=== block 1 ===
Fig. 1: block 1, routing congestion
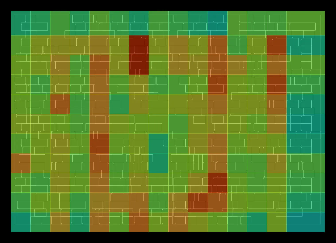

## src/rtl/exe_mem_reg.sv

```systemverilog
// EXE/MEM pipeline register with SRAM handshake: holds a load/store in WAIT
// until mem_ready, stalling upstream and owning the architectural status register.
module exe_mem_reg (
   input  logic        clk,
   input  logic        rst,
   input  logic        valid_in,
   input  logic        WB_EN_in,
   input  logic        MEM_R_EN_in,
   input  logic        MEM_W_EN_in,
   input  logic        S_in,
   input  logic [31:0] ALU_Res_in,
   input  logic [3:0]  status_in,
   input  logic [31:0] Val_Rm_in,
   input  logic [3:0]  Dest_in,
   input  logic        mem_ready,
   output logic        valid_out,
   output logic        WB_EN,
   output logic        MEM_R_EN,
   output logic        MEM_W_EN,
   output logic [31:0] ALU_Res,
   output logic [31:0] Val_Rm,
   output logic [3:0]  Dest,
   output logic [3:0]  SR,
   output logic        mem_req,
   output logic        freeze,
   output logic [7:0]  wait_cnt
);

   typedef enum logic [0:0] {IDLE, WAIT} state_t;

   state_t state, state_nxt;
   logic   capture;
   logic   is_mem_op;

   assign capture   = ~freeze;
   assign is_mem_op = valid_in & (MEM_R_EN_in | MEM_W_EN_in);

   always_ff @(posedge clk or posedge rst) begin
      if (rst) state <= IDLE;
      else     state <= state_nxt;
   end

   // A completing access in WAIT captures the next instruction on the same
   // edge, so a following memory op re-enters WAIT with no IDLE gap.
   always_comb begin
      state_nxt = state;
      if (capture) state_nxt = is_mem_op ? WAIT : IDLE;
   end

   always_comb begin
      mem_req = (state == WAIT);
      freeze  = (state == WAIT) & ~mem_ready;
   end

   always_ff @(posedge clk or posedge rst) begin
      if (rst) begin
         valid_out <= 1'b0;
         WB_EN     <= 1'b0;
         MEM_R_EN  <= 1'b0;
         MEM_W_EN  <= 1'b0;
         ALU_Res   <= '0;
         Val_Rm    <= '0;
         Dest      <= '0;
         SR        <= '0;
      end else if (capture) begin
         valid_out <= valid_in;
         WB_EN     <= valid_in & WB_EN_in;
         MEM_R_EN  <= valid_in & MEM_R_EN_in;
         MEM_W_EN  <= valid_in & MEM_W_EN_in;
         ALU_Res   <= ALU_Res_in;
         Val_Rm    <= Val_Rm_in;
         Dest      <= Dest_in;
         if (valid_in & S_in) SR <= status_in;
      end
   end

   always_ff @(posedge clk or posedge rst) begin
      if (rst)                             wait_cnt <= '0;
      else if (freeze && wait_cnt != '1)   wait_cnt <= wait_cnt + 8'd1;
   end

endmodule

```

## config.mk

```make
export PLATFORM = sky130hd
export DESIGN_NAME = exe_mem_reg
export DESIGN_NICKNAME = d
export VERILOG_FILES = /design/src/rtl/exe_mem_reg.sv
export SDC_FILE = /design/constraint.sdc
export NUM_CORES = 1
export LEC_CHECK = 0
export CAP_MARGIN = 40
export CORE_ASPECT_RATIO = 0.7
export CORE_UTILIZATION = 40
export CTS_CLUSTER_SIZE = 16
export DETAILED_ROUTE_END_ITERATION = 12
export PLACE_DENSITY_LB_ADDON = 0.1
export SKIP_CTS_REPAIR_TIMING = 1
export SLEW_MARGIN = 25
export SYNTH_ARGS = -nofsm -noshare
export SYNTH_HDL_FRONTEND = slang
export SYNTH_SLANG_ARGS = --single-unit
```

## constraint.sdc

```tcl
create_clock -name clk -period 3.6 [get_ports clk]
set_input_delay 0.9 -clock clk [delete_from_list [all_inputs] [get_ports clk]]
set_output_delay 0.9 -clock clk [all_outputs]
set_load 0.02 [all_outputs]
```

=== block 2 ===
--- src/rtl/tdm_pkg.sv ---
// Shared types and helpers for the 2:1 TDM receive path.
package tdm_pkg;

   typedef enum logic {
      IDLE = 1'b0,
      RUN  = 1'b1
   } state_e;

   localparam logic SLOT_A = 1'b0;
   localparam logic SLOT_B = 1'b1;

   // Ceiling log2 with a floor of one bit so a 2-slot frame still gets a counter bit.
   function automatic int clog2(input int n);
      int r;
      r = 1;
      for (int i = 1; i < 32; i++) begin
         if ((32'sd1 << i) < n) begin
            r = i + 1;
         end else begin
            r = r;
         end
      end
      return r;
   endfunction

endpackage

--- src/rtl/deser_shift.sv ---
// MSB-first shift register for one channel; exposes its next value so the
// owner can capture a word completing on the same edge.
module deser_shift #(
   parameter int WIDTH = 8
) (
   input  logic             clk,
   input  logic             rst_n,
   input  logic             clr,
   input  logic             shift,
   input  logic             din,
   output logic [WIDTH-1:0] word_d
);

   logic [WIDTH-1:0] word_q;
   logic [WIDTH-1:0] shifted_s;

   generate
      if (WIDTH == 1) begin : g_one
         assign shifted_s = din;
      end else begin : g_many
         assign shifted_s = {word_q[WIDTH-2:0], din};
      end
   endgenerate

   // Clear takes priority; clear plus shift starts a fresh word with din.
   always_comb begin
      word_d = word_q;
      if (clr) begin
         if (shift) begin
            word_d = {{(WIDTH-1){1'b0}}, din};
         end else begin
            word_d = {WIDTH{1'b0}};
         end
      end else if (shift) begin
         word_d = shifted_s;
      end else begin
         word_d = word_q;
      end
   end

   // Shift register state.
   always_ff @(posedge clk) begin
      if (!rst_n) begin
         word_q <= {WIDTH{1'b0}};
      end else begin
         word_q <= word_d;
      end
   end

endmodule

--- src/rtl/tdm_demux_1to2.sv ---
// Receive side of the 2:1 TDM link: locks to frame sync, splits the
// interleaved stream into A/B words and presents them with a valid pulse.
module tdm_demux_1to2
   import tdm_pkg::*;
#(
   parameter int WIDTH = 8
) (
   input  logic             clk,
   input  logic             rst_n,
   input  logic             en,
   input  logic             fs,
   input  logic             y,
   output logic             se,
   output logic [WIDTH-1:0] a_q,
   output logic [WIDTH-1:0] b_q,
   output logic             vld,
   output logic             locked,
   output logic             frame_err
);

   localparam int            CW   = clog2(2 * WIDTH);
   localparam logic [CW-1:0] LAST = CW'(2 * WIDTH - 1);
   localparam logic [CW-1:0] ONE  = CW'(1);

   state_e           state_q, state_d;
   logic [CW-1:0]    cnt_q, cnt_d;
   logic [WIDTH-1:0] a_d, b_d;
   logic             vld_q, vld_d;
   logic             err_q, err_d;
   logic             shift_a_s, shift_b_s, clr_s;
   logic [WIDTH-1:0] sr_a_d, sr_b_d;

   deser_shift #(.WIDTH(WIDTH)) u_sr_a (
      .clk    (clk),
      .rst_n  (rst_n),
      .clr    (clr_s),
      .shift  (shift_a_s),
      .din    (y),
      .word_d (sr_a_d)
   );

   deser_shift #(.WIDTH(WIDTH)) u_sr_b (
      .clk    (clk),
      .rst_n  (rst_n),
      .clr    (clr_s),
      .shift  (shift_b_s),
      .din    (y),
      .word_d (sr_b_d)
   );

   // Slot tracking, slip detection and word hand-off.
   always_comb begin
      state_d   = state_q;
      cnt_d     = cnt_q;
      a_d       = a_q;
      b_d       = b_q;
      vld_d     = 1'b0;
      err_d     = 1'b0;
      shift_a_s = 1'b0;
      shift_b_s = 1'b0;
      clr_s     = 1'b0;
      if (en) begin
         case (state_q)
            IDLE: begin
               if (fs) begin
                  clr_s     = 1'b1;
                  shift_a_s = 1'b1;
                  cnt_d     = ONE;
                  state_d   = RUN;
               end else begin
                  state_d = IDLE;
               end
            end
            RUN: begin
               if (fs && (cnt_q != {CW{1'b0}})) begin
                  // Slip: restart the frame on this bit.
                  err_d     = 1'b1;
                  clr_s     = 1'b1;
                  shift_a_s = 1'b1;
                  cnt_d     = ONE;
               end else begin
                  if (cnt_q[0] == SLOT_A) begin
                     shift_a_s = 1'b1;
                  end else begin
                     shift_b_s = 1'b1;
                  end
                  if (cnt_q == LAST) begin
                     // A is idle on this slot, so its next value equals the finished word.
                     a_d   = sr_a_d;
                     b_d   = sr_b_d;
                     vld_d = 1'b1;
                     cnt_d = {CW{1'b0}};
                  end else begin
                     cnt_d = cnt_q + ONE;
                  end
               end
            end
            default: begin
               state_d = IDLE;
               cnt_d   = {CW{1'b0}};
            end
         endcase
      end else begin
         state_d = state_q;
      end
   end

   // Control and output registers.
   always_ff @(posedge clk) begin
      if (!rst_n) begin
         state_q <= IDLE;
         cnt_q   <= {CW{1'b0}};
         a_q     <= {WIDTH{1'b0}};
         b_q     <= {WIDTH{1'b0}};
         vld_q   <= 1'b0;
         err_q   <= 1'b0;
      end else begin
         state_q <= state_d;
         cnt_q   <= cnt_d;
         a_q     <= a_d;
         b_q     <= b_d;
         vld_q   <= vld_d;
         err_q   <= err_d;
      end
   end

   assign se        = cnt_q[0];
   assign vld       = vld_q;
   assign frame_err = err_q;
   assign locked    = (state_q == RUN);

endmodule

--- config.mk ---
export PLATFORM = sky130hd
export DESIGN_NAME = tdm_demux_1to2
export DESIGN_NICKNAME = d
export VERILOG_FILES = /design/src/rtl/tdm_pkg.sv /design/src/rtl/deser_shift.sv /design/src/rtl/tdm_demux_1to2.sv
export SDC_FILE = /design/constraint.sdc
export NUM_CORES = 1
export LEC_CHECK = 0
export ABC_AREA = 1
export CORE_MARGIN = 1.5
export CORE_UTILIZATION = 45
export DETAILED_ROUTE_END_ITERATION = 8
export GPL_TIMING_DRIVEN = 0
export SETUP_SLACK_MARGIN = 0.4
export SYNTH_ARGS = -nofsm -noshare
export SYNTH_HDL_FRONTEND = slang
export SYNTH_HIERARCHICAL = 1
export SYNTH_SLANG_ARGS = --single-unit
--- constraint.sdc ---
create_clock -name clk -period 2.1 [get_ports clk]
set_input_delay 0.42 -clock clk [delete_from_list [all_inputs] [get_ports clk]]
set_output_delay 0.42 -clock clk [all_outputs]
set_load 0.01 [all_outputs]
Fig. 2: block 2, signal wires on met3
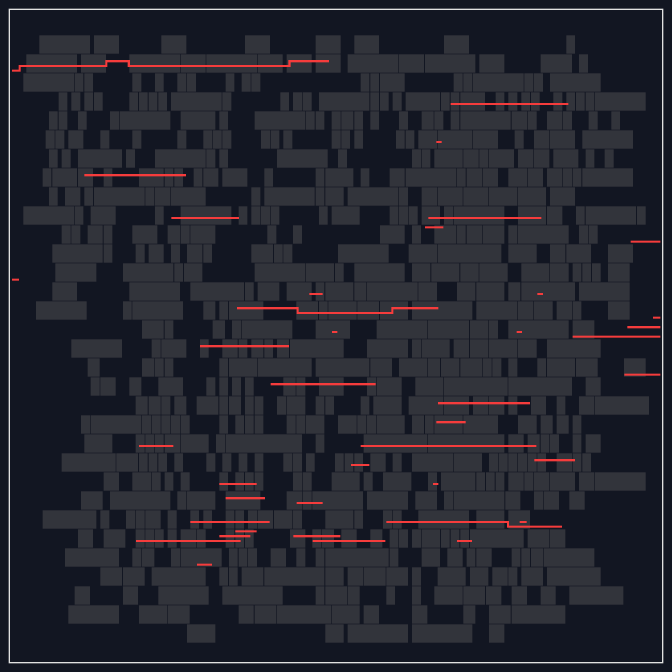
- share of all routed wire: 3.5%
- main direction: horizontal
- nets with wire on the layer: 28
- longest straight run: 24.8 um
- wire length on this layer: 340 um
final wirelength: 9710 um
routed vias: 3491
met3 usage: 3.41%

==> Slide: Implementation Results, block 2 <==
Physical Implementation Snapshot

Logic synthesis
  • Yosys Instances: ~550

Finish
  • Post-Layout Cell Count: around 700

Detailed routing
  • Metal2 WL: between 4000 and 5000 um
  • DR iter-0 viols: around 140

Placement
  • Routability cong.: between 0.8 and 0.9

Global route
  • Vias in the first global route: approximately 3300

Critical path
  • Required time worst endpoint: between 2 and 2.5 ns
  • Crit-path most repeated cell: nand2_2
  • Worst r2r src: cnt_q[0]

Final timing
  • Max Fclk: ~530 MHz

Run status
  • Status: complete, no violations

Min path
  • Start point of the worst hold path: cnt_q[31]

Pwr
  • Worst IR Drop VDD: about 400 uV

Clock tree
  • Cts repair resizes: 39
  • CTS Buf Count: 9
==> block 2: report_power, final <==
part,total (mW),switching (mW),internal (mW)
logic,0.419,0.251,0.168
registers,1.29,0.0118,1.28
clock network,1.30,0.556,0.746
total,3.02,0.819,2.20
==> block 2: area by class of cell <==
cell class	instances	area, um2
fill	673	2790
tap	102	128
clock buffer	11	153
timing repair buffer	53	526
clock inverter	5	82.6
multi-input combinational	396	2300
inverter	73	310
sequential	67	1390
buffer	12	135
Fig. 3: block 1, signal wires on met1
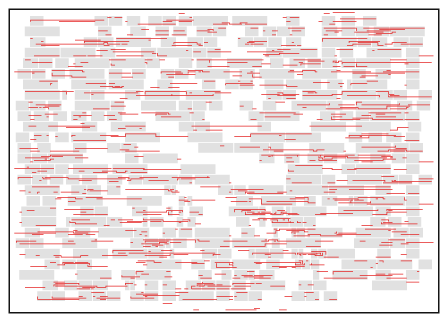
- main direction: horizontal
- longest straight run: 23.9 um
- share of all routed wire: 40%
final wirelength: 7100 um
routed vias: 2278
global routing usage on met1: 20.4%

About Fig. 1:
GRT Util Overall: 17.8%
WL/cell: 14.7 um

==> Slide: Implementation Results, block 1 <==
Physical Implementation Snapshot

Finish
  • Clk_buf instances: 15
  • Reg area: 2130 um2
  • Antenna diode count: 0
  • Sequential share of cell area: between 30 and 40%
  • Layout cells sized above 1: 24.5%
  • Clk tree area frac: between 5 and 6%

Clock tree
  • Clock sinks: between 80 and 90
  • Worst-path clk slew: 0.06 ns

Min path
  • Min-Delay Path Depth: 2

Floorplanning
  • Floorplan utilization: about 41%
  • TAP cells: 101

Job
  • Tool warning count: 26

Critical path
  • End point of the critical path: freeze
  • Cell family with most CP delay: buffers and inverters

Global route
  • Met3 usage: 8.91%
  • Largest net degree at the start of global routing: 86

Placement
  • DP Worst Slack: 0.597 ns

Detailed routing
  • Antenna-violating nets left: 0
  • Met3 WL: 800 um

Final timing
  • Fin crit share: roughly 84%
  • Relative slew slack: between 60 and 70%

Logic synthesis
  • Top cells by count, synth: dfrtp_1, mux2_2, nand2_1
  • Yosys Instances: between 200 and 250

Run status
  • Status: complete, no violations

Pwr
  • Leak: 2.18 nW
-- block 1: registers in the layout (all words and copies together), names as in the netlist --
signal     cells
Val_Rm        32
MEM_R_EN       1
Dest           4
MEM_W_EN       1
SR             4
valid_out      1
ALU_Res       32
mem_req        1
WB_EN          1
wait_cnt       8
-- block 1: power breakdown --
group / internal (mW) / switching [mW]
logic: 0.406 / 0.320
registers: 1.08 / 0.0933
clock network: 0.558 / 0.337
total: 2.04 / 0.751


## Gallery

Signal wires on met4.
The bar under the picture is 20 um long.
image #1
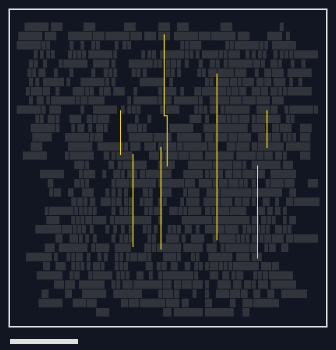
image #2
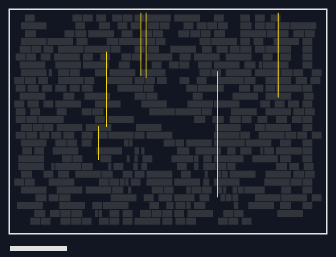
For block 1, see image #2.
For block 2, see image #1.

Power and IR drop assume default switching activity.
